# ---- design 1 ----
Design 1, metal layers overlaid:
The bar under the picture is 20 um long. Only two layers are drawn.
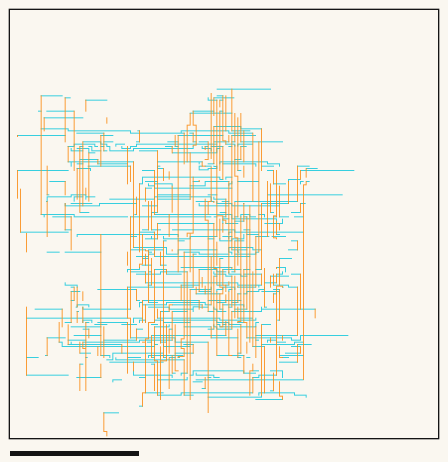

`src/rtl/debounce_pkg.sv`:
```
// Shared types and default parameters for the debounce_edge block.
// State encoding is fixed at 2 bits so the FSM register stays compact.
package debounce_pkg;
    typedef enum logic [1:0] {
        LOW     = 2'd0,
        WAIT_HI = 2'd1,
        HIGH    = 2'd2,
        WAIT_LO = 2'd3
    } state_t;

    localparam int DEF_STABLE_CNT = 4;
    localparam int DEF_CNT_W      = 16;
endpackage

```
`src/rtl/sync2.sv`:
```
// Two-flop synchronizer for the raw switch input; both flops clear on reset.
module sync2 (
    input  logic clk,
    input  logic rst,
    input  logic d,
    output logic q
);
    logic r_meta;
    logic r_sync;

    always_ff @(posedge clk) begin
        if (rst) begin
            r_meta <= 1'b0;
            r_sync <= 1'b0;
        end else begin
            r_meta <= d;
            r_sync <= r_meta;
        end
    end

    assign q = r_sync;
endmodule

```
`src/rtl/debounce_edge.sv`:
```
// Switch debouncer with registered rise/fall pulses. Define DEBOUNCE_SYNC_EN
// to put a two-flop synchronizer (sync2) in front of the FSM instead of one register.
module debounce_edge
    import debounce_pkg::*;
#(
    parameter int STABLE_CNT = DEF_STABLE_CNT,
    parameter int CNT_W      = DEF_CNT_W
) (
    input  logic clk,
    input  logic rst,
    input  logic din,
    output logic q,
    output logic nq,
    output logic rise,
    output logic fall
);
    localparam logic [CNT_W-1:0] CNT_LAST = CNT_W'(STABLE_CNT - 1);

    logic             w_s;
    state_t           r_state;
    logic [CNT_W-1:0] r_cnt;
    logic             r_q;
    logic             r_rise;
    logic             r_fall;

`ifdef DEBOUNCE_SYNC_EN
    sync2 u_sync2 (
        .clk (clk),
        .rst (rst),
        .d   (din),
        .q   (w_s)
    );
`else
    logic r_din;

    always_ff @(posedge clk) begin
        if (rst) r_din <= 1'b0;
        else     r_din <= din;
    end

    assign w_s = r_din;
`endif

    // Pulses default low so each one lasts exactly the cycle q updates on.
    always_ff @(posedge clk) begin
        if (rst) begin
            r_state <= LOW;
            r_cnt   <= '0;
            r_q     <= 1'b0;
            r_rise  <= 1'b0;
            r_fall  <= 1'b0;
        end else begin
            r_rise <= 1'b0;
            r_fall <= 1'b0;
            case (r_state)
                LOW: begin
                    if (w_s) begin
                        r_state <= WAIT_HI;
                        r_cnt   <= '0;
                    end
                end
                WAIT_HI: begin
                    if (!w_s) begin
                        r_state <= LOW;
                    end else if (r_cnt == CNT_LAST) begin
                        r_state <= HIGH;
                        r_q     <= 1'b1;
                        r_rise  <= 1'b1;
                    end else begin
                        r_cnt <= r_cnt + 1'b1;
                    end
                end
                HIGH: begin
                    if (!w_s) begin
                        r_state <= WAIT_LO;
                        r_cnt   <= '0;
                    end
                end
                WAIT_LO: begin
                    if (w_s) begin
                        r_state <= HIGH;
                    end else if (r_cnt == CNT_LAST) begin
                        r_state <= LOW;
                        r_q     <= 1'b0;
                        r_fall  <= 1'b1;
                    end else begin
                        r_cnt <= r_cnt + 1'b1;
                    end
                end
                default: r_state <= LOW;
            endcase
        end
    end

    // nq is combinational from r_q so it tracks ~q even while reset is held.
    assign q    = r_q;
    assign nq   = ~r_q;
    assign rise = r_rise;
    assign fall = r_fall;
endmodule

```
`config.mk`:
```
export PLATFORM = sky130hd
export DESIGN_NAME = debounce_edge
export DESIGN_NICKNAME = d
export VERILOG_FILES = /design/src/rtl/debounce_pkg.sv /design/src/rtl/sync2.sv /design/src/rtl/debounce_edge.sv
export SDC_FILE = /design/constraint.sdc
export NUM_CORES = 1
export LEC_CHECK = 0
export CORE_MARGIN = 2
export CORE_UTILIZATION = 30
export CTS_CLUSTER_DIAMETER = 150
export DETAILED_ROUTE_END_ITERATION = 8
export GPL_TIMING_DRIVEN = 0
export SETUP_SLACK_MARGIN = 0.15
export SYNTH_ARGS = -nofsm -noshare
export SYNTH_HDL_FRONTEND = slang
export SYNTH_HIERARCHICAL = 1
export SYNTH_SLANG_ARGS = --single-unit
```
`constraint.sdc`:
```
create_clock -name clk -period 5.6 [get_ports clk]
set_clock_uncertainty 0.05 [all_clocks]
set_input_delay 0.84 -clock clk [delete_from_list [all_inputs] [get_ports clk]]
set_output_delay 0.84 -clock clk [all_outputs]
set_load 0.005 [all_outputs]
```
# ---- design 2 ----
## config.mk

```make
export PLATFORM = sky130hd
export DESIGN_NAME = ep_tx_arb
export DESIGN_NICKNAME = d
export VERILOG_FILES = /design/src/rtl/ep_tx_arb_pkg.sv /design/src/rtl/ep_tx_arb_rr_pick.sv /design/src/rtl/ep_tx_arb.sv
export SDC_FILE = /design/constraint.sdc
export NUM_CORES = 1
export LEC_CHECK = 0
export CAP_MARGIN = 20
export CORE_AREA = 2 2 156 158
export CTS_CLUSTER_DIAMETER = 200
export DETAILED_ROUTE_END_ITERATION = 12
export DIE_AREA = 0 0 158 160
export GPL_ROUTABILITY_DRIVEN = 0
export HOLD_SLACK_MARGIN = 0.08
export PLACE_DENSITY_LB_ADDON = 0.3
export SYNTH_ARGS = -nofsm -noshare
export SYNTH_HDL_FRONTEND = slang
export SYNTH_HIERARCHICAL = 1
export SYNTH_SLANG_ARGS = --single-unit
```

## constraint.sdc

```tcl
create_clock -name clk -period 5.01 [get_ports clk]
set_clock_uncertainty 0.15 [all_clocks]
set_input_delay 0.7515 -clock clk [delete_from_list [all_inputs] [get_ports clk]]
set_output_delay 0.7515 -clock clk [all_outputs]
set_load 0.005 [all_outputs]
```

## src/rtl/ep_tx_arb_pkg.sv

```systemverilog
// ep_tx_arb_pkg: shared FSM encoding, TRN idle constants and tag width for the tx arbiter
package ep_tx_arb_pkg;

    typedef enum logic [1:0] {
        IDLE  = 2'd0,
        GRANT = 2'd1,
        BUSY  = 2'd2
    } arb_state_t;

    localparam int          TAG_W     = 5;
    localparam logic [63:0] TD_IDLE   = 64'h0;
    localparam logic [7:0]  TREM_IDLE = 8'hFF;

    function automatic int idx_w(input int n);
        return (n > 1) ? $clog2(n) : 1;
    endfunction

endpackage

```

## src/rtl/ep_tx_arb_rr_pick.sv

```systemverilog
// rr_pick: combinational round-robin picker, searching upward from last+1 with wrap
module rr_pick
    import ep_tx_arb_pkg::*;
#(
    parameter int N  = 4,
    parameter int IW = idx_w(N)
) (
    input  logic [N-1:0]  req,
    input  logic [IW-1:0] last,
    output logic [N-1:0]  gnt,
    output logic [IW-1:0] gnt_idx
);

    // Walk from the farthest candidate to the nearest so the closest request after last wins
    always_comb begin
        gnt     = '0;
        gnt_idx = '0;
        for (int k = N; k >= 1; k--) begin
            if (req[(int'(last) + k) % N]) begin
                gnt                          = '0;
                gnt[(int'(last) + k) % N]    = 1'b1;
                gnt_idx                      = IW'((int'(last) + k) % N);
            end
        end
    end

endmodule

```

## src/rtl/ep_tx_arb.sv

```systemverilog
// ep_tx_arb: round-robin owner of the shared TRN tx bus plus the global non-posted tag counter
module ep_tx_arb
    import ep_tx_arb_pkg::*;
#(
    parameter int NREQ     = 4,
    parameter int TBUF_MIN = 1
) (
    input  logic                 clk,
    input  logic                 rst,
    input  logic [NREQ-1:0]      req_ep,
    input  logic [NREQ-1:0]      drv_ep,
    input  logic [NREQ-1:0]      tag_inc,
    output logic [NREQ-1:0]      my_trn,
    output logic [TAG_W-1:0]     tag_trn,
    input  logic [NREQ*64-1:0]   req_td,
    input  logic [NREQ*8-1:0]    req_trem_n,
    input  logic [NREQ-1:0]      req_tsof_n,
    input  logic [NREQ-1:0]      req_teof_n,
    input  logic [NREQ-1:0]      req_tsrc_rdy_n,
    output logic [63:0]          trn_td,
    output logic [7:0]           trn_trem_n,
    output logic                 trn_tsof_n,
    output logic                 trn_teof_n,
    output logic                 trn_tsrc_rdy_n,
    input  logic [3:0]           trn_tbuf_av,
    output logic                 arb_err
);

    localparam int IW = idx_w(NREQ);

    arb_state_t       state, state_nx;
    logic [IW-1:0]    owner, owner_nx, last, last_nx, pick_idx;
    logic [NREQ-1:0]  pick_gnt, own_mask;
    logic [TAG_W-1:0] tag;
    logic             err, can_grant, req_own, drv_own, tag_own, stray;

    rr_pick #(.N(NREQ), .IW(IW)) u_pick (
        .req     (req_ep),
        .last    (last),
        .gnt     (pick_gnt),
        .gnt_idx (pick_idx)
    );

    assign own_mask  = (state == IDLE) ? '0 : (NREQ'(1) << owner);
    assign can_grant = (|pick_gnt) && (int'(trn_tbuf_av) >= TBUF_MIN);
    assign req_own   = |(req_ep & own_mask);
    assign drv_own   = |(drv_ep & own_mask);
    assign tag_own   = |(tag_inc & own_mask);
    assign stray     = |((drv_ep | tag_inc) & ~own_mask);
    assign my_trn    = own_mask;
    assign tag_trn   = tag;
    assign arb_err   = err;

    // Grant sequencing: owner is chosen only from IDLE, released on withdrawal or end of drive
    always_comb begin
        state_nx = state;
        owner_nx = owner;
        last_nx  = last;
        case (state)
            IDLE: begin
                if (can_grant) begin
                    state_nx = GRANT;
                    owner_nx = pick_idx;
                end
            end
            GRANT: begin
                if (drv_own) begin
                    state_nx = BUSY;
                end else if (!req_own) begin
                    state_nx = IDLE;
                    last_nx  = owner;
                end
            end
            BUSY: begin
                if (!drv_own) begin
                    state_nx = IDLE;
                    last_nx  = owner;
                end
            end
            default: state_nx = IDLE;
        endcase
    end

    // State, owner and round-robin pointer; last starts at NREQ-1 so requester 0 is first
    always_ff @(posedge clk or negedge rst) begin
        if (!rst) begin
            state <= IDLE;
            owner <= '0;
            last  <= IW'(NREQ - 1);
        end else begin
            state <= state_nx;
            owner <= owner_nx;
            last  <= last_nx;
        end
    end

    // Shared tag counter advances only on the current owner's pulse, wrapping at 5 bits
    always_ff @(posedge clk or negedge rst) begin
        if (!rst) tag <= '0;
        else if (tag_own) tag <= tag + TAG_W'(1);
    end

    // Sticky protocol error on any drive or tag pulse from a requester that is not the owner
    always_ff @(posedge clk or negedge rst) begin
        if (!rst) err <= 1'b0;
        else if (stray) err <= 1'b1;
    end

    // Bus mux: owner's TRN signals only while it asserts drv_ep, idle pattern otherwise
    always_comb begin
        trn_td         = drv_own ? req_td[64*int'(owner) +: 64] : TD_IDLE;
        trn_trem_n     = drv_own ? req_trem_n[8*int'(owner) +: 8] : TREM_IDLE;
        trn_tsof_n     = drv_own ? req_tsof_n[owner] : 1'b1;
        trn_teof_n     = drv_own ? req_teof_n[owner] : 1'b1;
        trn_tsrc_rdy_n = drv_own ? req_tsrc_rdy_n[owner] : 1'b1;
    end

endmodule

```

# ---- design 3 ----
**src/rtl/game_pkg.sv**
```systemverilog
// Shared game definitions for the round scheduler and the display controller.
package game_pkg;

  localparam int unsigned GRID_CELLS = 9;
  localparam int unsigned LIFE_MAX_DEFAULT = 3;
  localparam int unsigned SCORE_MAX_DEFAULT = 5;

  typedef logic [GRID_CELLS-1:0] grid_t;

  typedef enum logic [1:0] {
    GsInit   = 2'b00,
    GsPlay   = 2'b01,
    GsFinish = 2'b10
  } game_state_e;

endpackage

```
**src/rtl/round_scheduler_if.sv**
```systemverilog
// Game-state bundle between the button/position logic, the scheduler and the display.
interface round_scheduler_if;
  import game_pkg::*;

  logic        start;
  grid_t       box;
  logic [1:0]  game_state;
  grid_t       fire_state;
  grid_t       gold_state;
  grid_t       next_fire_pattern;
  logic [1:0]  life;
  logic [3:0]  score;
  logic        win;

  // Scheduler side: consumes start/box, produces all game-state outputs.
  modport master (
    input  start, box,
    output game_state, fire_state, gold_state, next_fire_pattern, life, score, win
  );

  // Environment side: drives start/box, observes the game state.
  modport slave (
    output start, box,
    input  game_state, fire_state, gold_state, next_fire_pattern, life, score, win
  );
endinterface

```
**src/rtl/lfsr9.sv**
```systemverilog
// Free-running 9-bit Fibonacci LFSR, polynomial x^9 + x^5 + 1.
module lfsr9 #(
  parameter logic [8:0] SEED = 9'h1A5
) (
  input  logic       clk,
  input  logic       rst,
  output logic [8:0] q
);

  // Shift every cycle; a nonzero seed never reaches the all-zero lock-up state.
  always_ff @(posedge clk) begin
    if (rst) q <= SEED;
    else     q <= {q[7:0], q[8] ^ q[4]};
  end

endmodule

```
**src/rtl/round_scheduler.sv**
```systemverilog
// Game-round sequencer: INIT -> PLAY -> FINISH flow with timed WARN/FIRE rounds,
// random fire/gold generation and per-round scoring of the player position.
module round_scheduler
  import game_pkg::*;
#(
  parameter int unsigned TICK_DIV   = 25_000_000,
  parameter int unsigned WARN_TICKS = 2,
  parameter int unsigned FIRE_TICKS = 1,
  parameter int unsigned LIFE_MAX   = LIFE_MAX_DEFAULT,
  parameter int unsigned SCORE_MAX  = SCORE_MAX_DEFAULT,
  parameter logic [8:0]  LFSR_SEED  = 9'h1A5
) (
  input logic               clk,
  input logic               rst,
  round_scheduler_if.master bus
);

  localparam int unsigned TW     = (TICK_DIV > 1) ? $clog2(TICK_DIV) : 1;
  localparam int unsigned PH_MAX = (WARN_TICKS > FIRE_TICKS) ? WARN_TICKS : FIRE_TICKS;
  localparam int unsigned PW     = (PH_MAX > 1) ? $clog2(PH_MAX) : 1;

  typedef enum logic {PhWarn, PhFire} phase_e;

  // An all-ones draw would leave no free cell for gold, so knock out the centre.
  function automatic grid_t sanitise(input grid_t v);
    return (v == 9'h1FF) ? (v & 9'h1EF) : v;
  endfunction

  // One-hot of the lowest-index cell not on fire.
  function automatic grid_t gold_of(input grid_t p);
    grid_t g;
    g = '0;
    for (int i = GRID_CELLS - 1; i >= 0; i--) begin
      if (!p[i]) begin
        g    = '0;
        g[i] = 1'b1;
      end
    end
    return g;
  endfunction

  logic [8:0]  lfsr_val;
  game_state_e state_q;
  phase_e      phase_q;
  logic [TW-1:0] tick_cnt_q;
  logic [PW-1:0] phase_cnt_q;
  grid_t       cur_q, nxt_q, fire_q, gold_q, next_q;
  logic [1:0]  life_q;
  logic [3:0]  score_q;
  logic        win_q;

  grid_t       draw;
  logic        tick;
  logic        hit, got;
  logic [1:0]  life_eval;
  logic [3:0]  score_eval;

  lfsr9 #(
    .SEED (LFSR_SEED)
  ) u_lfsr (
    .clk (clk),
    .rst (rst),
    .q   (lfsr_val)
  );

  // Round draw, tick strobe and end-of-FIRE evaluation of the player position.
  always_comb begin
    draw       = sanitise(lfsr_val);
    tick       = (state_q == GsPlay) && (tick_cnt_q == TW'(TICK_DIV - 1));
    hit        = |(bus.box & fire_q);
    got        = |(bus.box & gold_q);
    life_eval  = life_q;
    score_eval = score_q;
    if (hit) begin
      if (life_q != 2'd0) life_eval = life_q - 2'd1;
    end else if (got && (score_q < 4'(SCORE_MAX))) begin
      score_eval = score_q + 4'd1;
    end
  end

  // Game FSM with registered outputs; reset has priority over everything.
  always_ff @(posedge clk) begin
    if (rst) begin
      state_q     <= GsInit;
      phase_q     <= PhWarn;
      tick_cnt_q  <= '0;
      phase_cnt_q <= '0;
      cur_q       <= '0;
      nxt_q       <= '0;
      fire_q      <= '0;
      gold_q      <= '0;
      next_q      <= '0;
      life_q      <= 2'(LIFE_MAX);
      score_q     <= '0;
      win_q       <= 1'b0;
    end else begin
      unique case (state_q)
        GsInit: begin
          if (bus.start) begin
            state_q     <= GsPlay;
            phase_q     <= PhWarn;
            tick_cnt_q  <= '0;
            phase_cnt_q <= '0;
            life_q      <= 2'(LIFE_MAX);
            score_q     <= '0;
            win_q       <= 1'b0;
            cur_q       <= draw;
            next_q      <= draw;
            fire_q      <= '0;
            gold_q      <= gold_of(draw);
          end
        end
        GsPlay: begin
          if (!tick) begin
            tick_cnt_q <= tick_cnt_q + TW'(1);
          end else begin
            tick_cnt_q <= '0;
            if (phase_q == PhWarn) begin
              if (phase_cnt_q == PW'(WARN_TICKS - 1)) begin
                phase_q     <= PhFire;
                phase_cnt_q <= '0;
                fire_q      <= cur_q;
                nxt_q       <= draw;
                next_q      <= draw;
              end else begin
                phase_cnt_q <= phase_cnt_q + PW'(1);
              end
            end else if (phase_cnt_q == PW'(FIRE_TICKS - 1)) begin
              // Scoring and the round outcome commit on the same edge.
              phase_cnt_q <= '0;
              life_q      <= life_eval;
              score_q     <= score_eval;
              if ((life_eval == 2'd0) || (score_eval == 4'(SCORE_MAX))) begin
                state_q <= GsFinish;
                win_q   <= (life_eval != 2'd0);
                fire_q  <= '0;
                gold_q  <= '0;
                next_q  <= '0;
              end else begin
                phase_q <= PhWarn;
                cur_q   <= nxt_q;
                fire_q  <= '0;
                next_q  <= nxt_q;
                gold_q  <= gold_of(nxt_q);
              end
            end else begin
              phase_cnt_q <= phase_cnt_q + PW'(1);
            end
          end
        end
        GsFinish: begin
          if (bus.start) begin
            state_q <= GsInit;
            fire_q  <= '0;
            gold_q  <= '0;
            next_q  <= '0;
          end
        end
        default: state_q <= GsInit;
      endcase
    end
  end

  assign bus.game_state        = state_q;
  assign bus.fire_state        = fire_q;
  assign bus.gold_state        = gold_q;
  assign bus.next_fire_pattern = next_q;
  assign bus.life              = life_q;
  assign bus.score             = score_q;
  assign bus.win               = win_q;

endmodule

```
**src/flat_wrapper.sv**
```systemverilog
// flat-port wrapper written by rule: the top's interface ports become plain ports
module round_scheduler_flat import game_pkg::*;
#(
  parameter int unsigned TICK_DIV   = 25_000_000,
  parameter int unsigned WARN_TICKS = 2,
  parameter int unsigned FIRE_TICKS = 1,
  parameter int unsigned LIFE_MAX   = LIFE_MAX_DEFAULT,
  parameter int unsigned SCORE_MAX  = SCORE_MAX_DEFAULT,
  parameter logic [8:0]  LFSR_SEED  = 9'h1A5
)
  (clk, rst, bus_start, bus_box, bus_game_state, bus_fire_state, bus_gold_state, bus_next_fire_pattern, bus_life, bus_score, bus_win);
  round_scheduler_if bus_i ();
  input logic clk;
  input logic rst;
  input wire logic [$bits(bus_i.start)-1:0] bus_start;
  input wire logic [$bits(bus_i.box)-1:0] bus_box;
  output wire logic [$bits(bus_i.game_state)-1:0] bus_game_state;
  output wire logic [$bits(bus_i.fire_state)-1:0] bus_fire_state;
  output wire logic [$bits(bus_i.gold_state)-1:0] bus_gold_state;
  output wire logic [$bits(bus_i.next_fire_pattern)-1:0] bus_next_fire_pattern;
  output wire logic [$bits(bus_i.life)-1:0] bus_life;
  output wire logic [$bits(bus_i.score)-1:0] bus_score;
  output wire logic [$bits(bus_i.win)-1:0] bus_win;
  assign bus_i.start = bus_start;
  assign bus_i.box = bus_box;
  assign bus_game_state = bus_i.game_state;
  assign bus_fire_state = bus_i.fire_state;
  assign bus_gold_state = bus_i.gold_state;
  assign bus_next_fire_pattern = bus_i.next_fire_pattern;
  assign bus_life = bus_i.life;
  assign bus_score = bus_i.score;
  assign bus_win = bus_i.win;
  round_scheduler #(.TICK_DIV(TICK_DIV), .WARN_TICKS(WARN_TICKS), .FIRE_TICKS(FIRE_TICKS), .LIFE_MAX(LIFE_MAX), .SCORE_MAX(SCORE_MAX), .LFSR_SEED(LFSR_SEED)) u_core (.clk(clk), .rst(rst), .bus(bus_i));
endmodule
```
**config.mk**
```make
export PLATFORM = sky130hd
export DESIGN_NAME = round_scheduler_flat
export DESIGN_NICKNAME = d
export VERILOG_FILES = /design/src/rtl/game_pkg.sv /design/src/rtl/round_scheduler_if.sv /design/src/rtl/lfsr9.sv /design/src/rtl/round_scheduler.sv /design/src/flat_wrapper.sv
export SDC_FILE = /design/constraint.sdc
export NUM_CORES = 1
export LEC_CHECK = 0
export CORE_ASPECT_RATIO = 2
export CORE_MARGIN = 5
export CORE_UTILIZATION = 30
export DETAILED_ROUTE_END_ITERATION = 6
export GPL_TIMING_DRIVEN = 0
export SETUP_SLACK_MARGIN = 0.1
export SLEW_MARGIN = 30
export SYNTH_ARGS = -nofsm -noshare
export SYNTH_HDL_FRONTEND = slang
export SYNTH_SLANG_ARGS = --single-unit
```
**constraint.sdc**
```tcl
create_clock -name clk -period 2.7 [get_ports clk]
set_input_delay 0.54 -clock clk [delete_from_list [all_inputs] [get_ports clk]]
set_output_delay 0.54 -clock clk [all_outputs]
set_load 0.02 [all_outputs]
```
# ---- design 4 ----
==> src/rtl/uart_rx_fifo.sv <==
// rtl/uart_rx_fifo.sv - UART 8N1 receiver with majority-voted bits and a first-word-fall-through FIFO
module uart_rx_fifo #(
    parameter int SERIAL_WCNT = 120,
    parameter int FIFO_LOG    = 2
) (
    input  logic       CLK,
    input  logic       RST_X,
    input  logic       RXD,
    input  logic       RE,
    input  logic       CLR_ERR,
    output logic [7:0] DATA,
    output logic       VALID,
    output logic       FERR,
    output logic       OVERRUN
);

    localparam int HALF  = SERIAL_WCNT / 2;
    localparam int CW    = $clog2(SERIAL_WCNT);
    localparam int DEPTH = 1 << FIFO_LOG;

    localparam logic [CW-1:0]     C_LAST = CW'(SERIAL_WCNT - 1);
    localparam logic [CW-1:0]     C_HM1  = CW'(HALF - 1);
    localparam logic [CW-1:0]     C_HALF = CW'(HALF);
    localparam logic [CW-1:0]     C_DEC  = CW'(HALF + 1);
    localparam logic [FIFO_LOG:0] C_FULL = (FIFO_LOG + 1)'(DEPTH);

    typedef enum logic [2:0] {S_IDLE, S_START, S_DATA, S_STOP, S_BREAK} state_t;

    logic          sync1, rxs;
    state_t        state, state_n;
    logic [CW-1:0] cnt, cnt_n;
    logic [2:0]    bidx, bidx_n;
    logic [7:0]    shreg, shreg_n;
    logic          samp_a, samp_b;
    logic          maj, decide, wrap;
    logic          push, ferr_set;

    logic [7:0]          mem [DEPTH];
    logic [FIFO_LOG-1:0] wptr, rptr;
    logic [FIFO_LOG:0]   count;
    logic                pop, full, wr, ovr_set;

    // The third vote is the live sample, so the decision lands on cnt == HALF+1.
    assign maj    = (samp_a & samp_b) | (samp_a & rxs) | (samp_b & rxs);
    assign decide = (cnt == C_DEC);
    assign wrap   = (cnt == C_LAST);

    always_ff @(posedge CLK or negedge RST_X) begin
        if (!RST_X) begin
            sync1  <= 1'b1;
            rxs    <= 1'b1;
            state  <= S_IDLE;
            cnt    <= '0;
            bidx   <= '0;
            shreg  <= '0;
            samp_a <= 1'b1;
            samp_b <= 1'b1;
        end else begin
            sync1  <= RXD;
            rxs    <= sync1;
            state  <= state_n;
            cnt    <= cnt_n;
            bidx   <= bidx_n;
            shreg  <= shreg_n;
            if (cnt == C_HM1) samp_a <= rxs;
            if (cnt == C_HALF) samp_b <= rxs;
        end
    end

    always_comb begin
        state_n  = state;
        cnt_n    = wrap ? '0 : cnt + CW'(1);
        bidx_n   = bidx;
        shreg_n  = shreg;
        push     = 1'b0;
        ferr_set = 1'b0;
        case (state)
            S_IDLE: begin
                // The detecting cycle itself is cnt 0 of the start window.
                cnt_n = '0;
                if (!rxs) begin
                    state_n = S_START;
                    cnt_n   = CW'(1);
                end
            end
            S_START: begin
                if (decide && maj) begin
                    state_n = S_IDLE;
                    cnt_n   = '0;
                end else if (wrap) begin
                    state_n = S_DATA;
                    bidx_n  = '0;
                end
            end
            S_DATA: begin
                if (decide) shreg_n = {maj, shreg[7:1]};
                if (wrap) begin
                    if (bidx == 3'd7) state_n = S_STOP;
                    else bidx_n = bidx + 3'd1;
                end
            end
            S_STOP: begin
                if (decide) begin
                    cnt_n = '0;
                    if (maj) begin
                        push    = 1'b1;
                        state_n = S_IDLE;
                    end else begin
                        ferr_set = 1'b1;
                        state_n  = S_BREAK;
                    end
                end
            end
            S_BREAK: begin
                cnt_n = '0;
                if (rxs) state_n = S_IDLE;
            end
            default: begin
                state_n = S_IDLE;
                cnt_n   = '0;
            end
        endcase
    end

    assign VALID   = (count != '0);
    assign DATA    = mem[rptr];
    assign pop     = RE && VALID;
    assign full    = (count == C_FULL);
    assign wr      = push && (!full || pop);
    assign ovr_set = push && full && !pop;

    always_ff @(posedge CLK or negedge RST_X) begin
        if (!RST_X) begin
            for (int i = 0; i < DEPTH; i++) mem[i] <= '0;
            wptr    <= '0;
            rptr    <= '0;
            count   <= '0;
            FERR    <= 1'b0;
            OVERRUN <= 1'b0;
        end else begin
            if (wr) begin
                mem[wptr] <= shreg;
                wptr      <= wptr + FIFO_LOG'(1);
            end
            if (pop) rptr <= rptr + FIFO_LOG'(1);
            if (wr && !pop) count <= count + (FIFO_LOG + 1)'(1);
            else if (!wr && pop) count <= count - (FIFO_LOG + 1)'(1);
            FERR    <= ferr_set | (FERR & ~CLR_ERR);
            OVERRUN <= ovr_set | (OVERRUN & ~CLR_ERR);
        end
    end

endmodule
==> config.mk <==
export PLATFORM = sky130hd
export DESIGN_NAME = uart_rx_fifo
export DESIGN_NICKNAME = d
export VERILOG_FILES = /design/src/rtl/uart_rx_fifo.sv
export SDC_FILE = /design/constraint.sdc
export NUM_CORES = 1
export LEC_CHECK = 0
export ABC_CLOCK_PERIOD_IN_PS = 3300
export CAP_MARGIN = 10
export CORE_MARGIN = 3
export CORE_UTILIZATION = 59
export DETAILED_ROUTE_END_ITERATION = 7
export GPL_TIMING_DRIVEN = 0
export PLACE_DENSITY = 0.78
export RECOVER_POWER = 25
export SLEW_MARGIN = 0
export SYNTH_ARGS = -nofsm -noshare
export SYNTH_HDL_FRONTEND = slang
export SYNTH_SLANG_ARGS = --single-unit
==> constraint.sdc <==
create_clock -name CLK -period 3.3 [get_ports CLK]
set_clock_uncertainty 0.15 [all_clocks]
set_input_delay 0.825 -clock CLK [delete_from_list [all_inputs] [get_ports CLK]]
set_output_delay 0.825 -clock CLK [all_outputs]
set_load 0.02 [all_outputs]
Design 3, M3 wires:
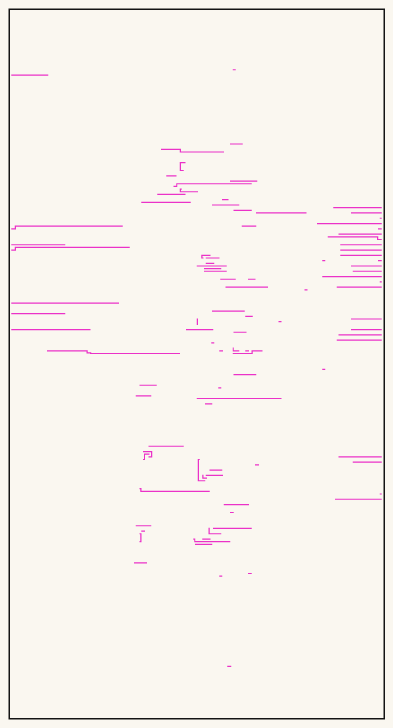
- main direction: horizontal
- wire length on this layer: 696 um
- nets with wire on the layer: 72
- share of all routed wire: 5.0%

==> summary.txt, design 3 <==
flow finished, numbers: Layout Cell Area excl Fill 0.00569 mm2, Core Util, Final 39.4%, # rows 62, ys async rst share 0%, CTS Hold Buffers Added 0, Chip Area 0.0174 mm2, Initial DRC Count 280, multi-input gates 389, Fill cells 1471, residual DRC count 0, vias in the first global route 4282, first-pass GRT wire length 22.2 mm, average wire per cell in the routed design 17.7 um, status completed, ant diodes 0, share of layout cells above drive strength 1 13.1%, met3 Resource Use GR 3.19%, worst skew pair latency 350 ps, relative slew slack 52.2%, Register Area 0.00180 mm2, mux frac, synth 3.99%, CP max-delay cell nor4_1, dominant logic cell type in the layout dfxtp_1, pre-CTS WS -603 ps, nonclk buf count 87, Worst Setup EP u_core.nxt_q[1]$_SDFFE_PP0P_, CTS Sinks 90, Post-Route WL 13.9 mm, min Tclk post-route 2540 ps, mean post-synth cell area 8.53 um2, sequential-to-total area share from yosys stat 40.8%, Biggest Area Class combinational gates, GRT Max-Usage Layer met2, P_leak 1.91 nW, largest net degree at the start of global routing 19, antenna violations before repair 0, Setup CP Type flip-flop to flip-flop, Min-Delay Endpoint u_core.bus.fire_state[3]$_SDFFE_PP0P_, vias 4268, Synth top cell by count dfxtp_1, placed wire-length estimate 10.5 mm, Layout Area Growth over Synthesis 28.8%, vias per std cell 5.43, FF-to-FF Start u_core.tick_cnt_q[4]$_SDFFE_PP0P_, Yosys reg bits 90, area leader, netlist dfxtp_1, IO Count 48, XOR Share, Synth 2.38%, Clock power frac 27.7%, Sequential Power 1.62 mW, Peak Freq 394 MHz, Overflow after GRT 0, Yosys chip area 0.00442 mm2, gr usage total 16.3%, Crit path arrival time 2750 ps, post-cts sizing count 17, reg2reg end u_core.nxt_q[1]$_SDFFE_PP0P_, CTS buffer count 9, setup TNS 0 ps, clock buf count 9, CP required 2910 ps, pwr/cell area 846 mW/mm2, Buf+Inv Stages, Crit Path 1, top sig layer met4, clk slew on worst S/H paths 70 ps, CORE AREA 0.0144 mm2, Tap Count 192, Worst-Margin Slew 716 ps, placed insts 757
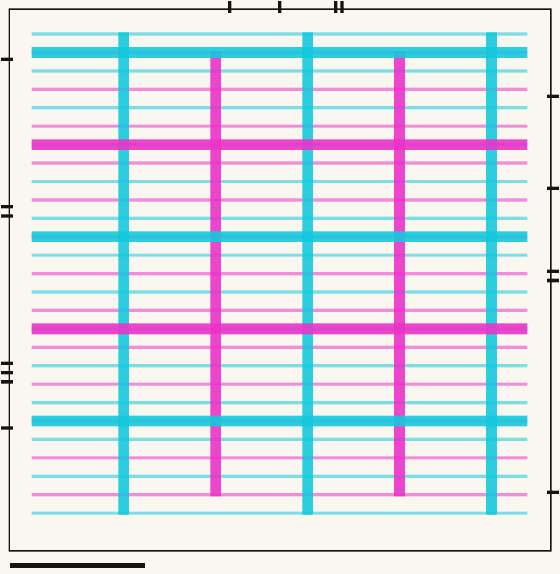
Design 4: power grid
The bar under the picture is 20 um long. Pins as bars on the die edge.
- cyan: VSS
- magenta: VDD
- met4 straps: 5
- signal pins: 16
- rows: 26
- met1 rails: 27

==> summary.txt, design 4 <==
flow finished, numbers: syn nets 236, Post-Route WL 5.27 mm, Cell Type Count 44, Synth Area in Compound Gates 3.24%, element type at the critical path end primary output, setup ws final 213 ps, status finished, violations left, Pint 1.17 mW, pwr/cell area 417 mW/mm2, Slew Viols, Final 67, CTS Sinks 66, Fill cells 359, GR Layer Usage met2 29.3%, CP top delay family buffers and inverters, post-cts sizing count 0, most frequent cells in the layout dfrtp_1, mux2_4, mux2_2, clkdlybuf4s50_1, nor2_1, met1 Track Usage GR 27.7%, max-cap violation count 1, IO Count 16, yosys simple share 9.06%, Comb/total area 39.7%, DIE HEIGHT 79.7 um, # rows 26, post-synthesis cell area 0.00321 mm2, adder share 4.88%, multi-input gates 136, placed wire-length estimate 3.42 mm, relative slew slack -4.83%, FF-to-FF Start rxs$_DFF_PN1_, share of power burned in registers 53.6%, I/O Buffers 15, tally of OpenROAD warnings 31, failing checks max-capacitance violations, max-slew violations
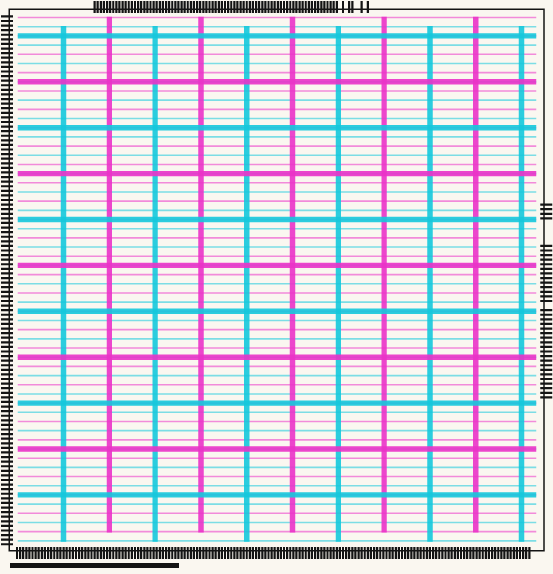
Design 2: power grid
The bar under the picture is 50 um long. Pins as bars on the die edge.
- magenta: VDD
- cyan: VSS
- rows: 57
- met1 rails: 58
- met5 straps: 11
- signal pins: 403
- met4 straps: 11

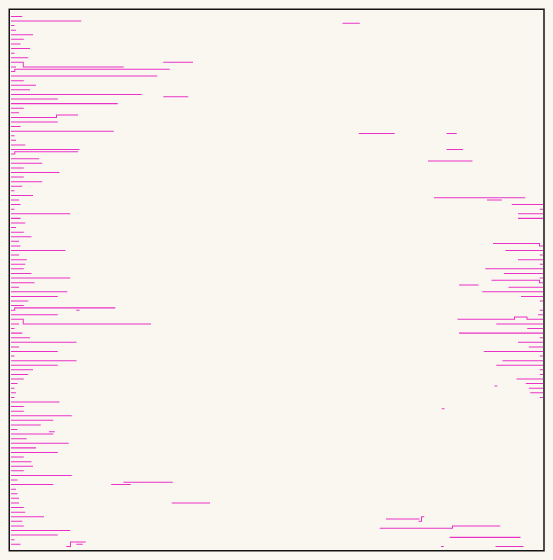
Design 2: M3 wires
- share of all routed wire: 7.3%
- main direction: horizontal
- wire length on this layer: 1500 um

==> summary.txt, design 2 <==
flow finished, numbers: vias 4394, Antenna Nets Post-Route 0, Layout Cells excl Fill 998, I/O Buffers 402, hold-critical path depth 1, pwr/cell area 424 mW/mm2, pre-CTS WS 1160 ps, WL met2 10.8 mm, RSZ-0062 raised after global routing no, Comb pwr share 83.8%, min Tclk post-route 3870 ps, Setup CP Type flip-flop to primary output, Worst-Margin Slew 803 ps, met1 Track Usage GR 18.8%, Synth top cell by count mux4_2, gr usage total 15.5%, share of layout cells above drive strength 1 14.9%, GR Layer Usage met2 27.9%, sequential-to-total area share from yosys stat 8.49%, max reg flops 5, Comb/total area 37.5%, nonclk buf count 406, share of power burned in registers 11.4%, mux frac, synth 54.8%, CP Depth 4, Post-synth EDFFs 0, met3 wire length 1.50 mm, Nets 998, status completed
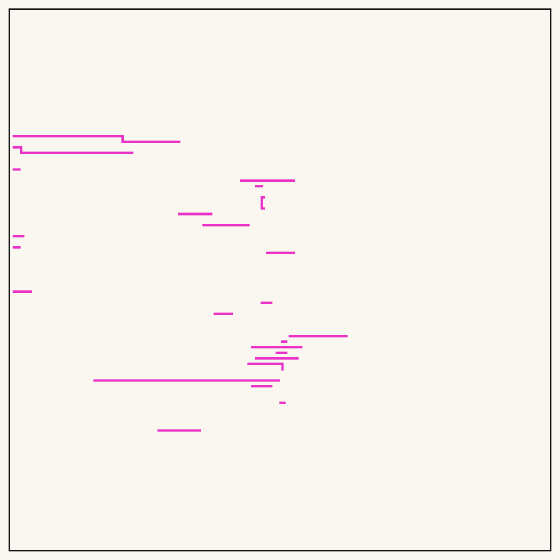
Design 1: M3 wires
- nets with wire on the layer: 18
- main direction: horizontal
- longest straight run: 22.5 um
- wire length on this layer: 120 um
- share of all routed wire: 4.5%

About 'metal layers overlaid' of design 1:
- cyan: metal 1 (wire length 1290 um)
- orange: metal 2 (wire length 1220 um)
vias: 1123
Post-Route WL: 2.68 mm
gr usage total: 13.9%
average wire per cell in the routed design: 13.2 um

==> summary.txt, design 1 <==
flow finished, numbers: status completed, tally of OpenROAD warnings 26, RSZ-0062 raised after global routing no, Layout Area Growth over Synthesis 16.5%, Peak Freq 443 MHz, Layout Cells excl Fill 203, residual DRC count 0, min Tclk post-route 2250 ps, top power group registers, post-cts sizing count 0, Overflow after GRT 0, top sig layer met4, Top-area cell share 38.1%, Slew Viols, Final 0, clock buf count 3, non-clk buf share 7.24%, Biggest Area Class combinational gates, Init Core Util 31.4%, Flop Count 22, Cell Chain, Critical Path clkbuf_1, nor4b_1, and4_1, clkbuf_1, nor2_1, o311ai_0, share of power burned in registers 48.9%, CTS buffer count 3, most flop-heavy register r_cnt, Register Area 440 um2, CTS Buffer Depth 2, yosys simple share 32.6%, vias in the first global route 1087, Synth Area in Compound Gates 15.6%, CTS Sinks 22, max-cap violation count 0, Reg2Reg Setup Slack 3350 ps

==> layout pictures side by side <==
Metal 2.
shot_01.png
The bar under the picture is 20 um long.
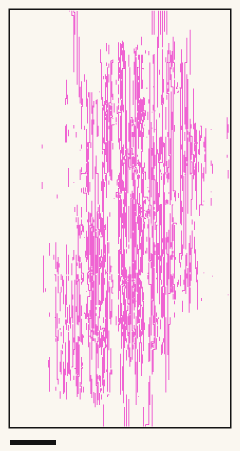
shot_02.png
The bar under the picture is 20 um long.
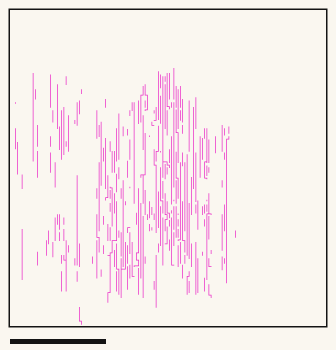
shot_03.png
The bar under the picture is 20 um long.
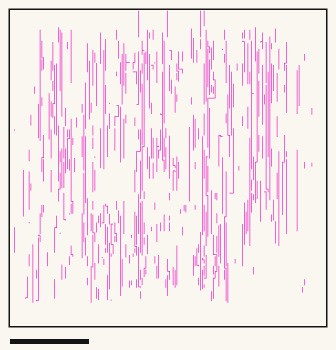
shot_04.png
The bar under the picture is 50 um long.
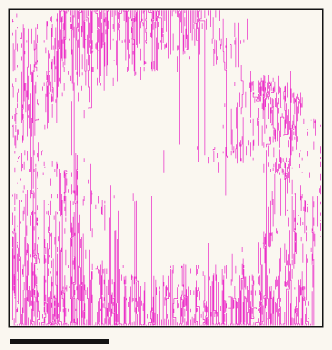
For design 1, see shot_02.png.
For design 4, see shot_03.png.
For design 2, see shot_04.png.
For design 3, see shot_01.png.



==> notes/layouts.md <==
Pictures saved along the way, in no particular order.

Clock wiring as the flow saved it.
(a)
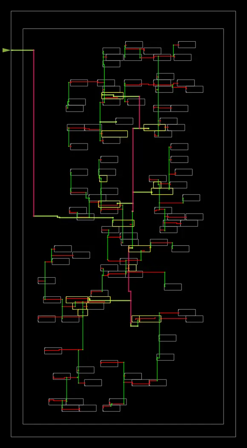
(b)
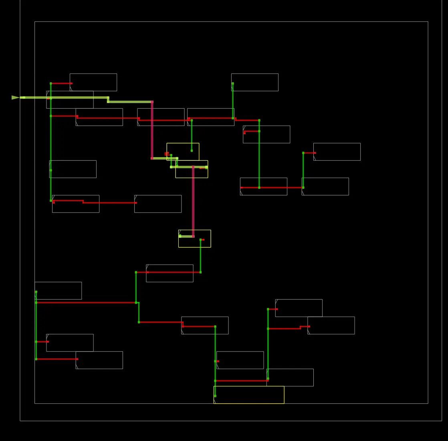
(c)
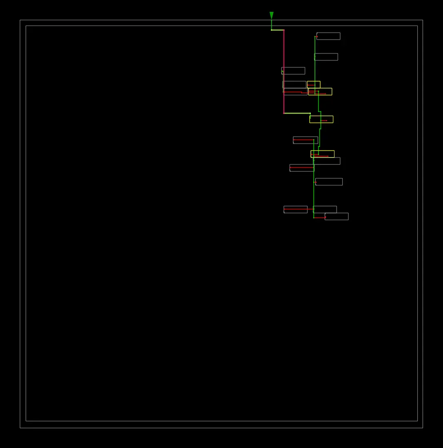
| from | picture |
|---|---|
| design 3 | (a) |
| design 2 | (c) |
| design 1 | (b) |

Power figures rest on the tool's default switching activity, not on a simulated workload.
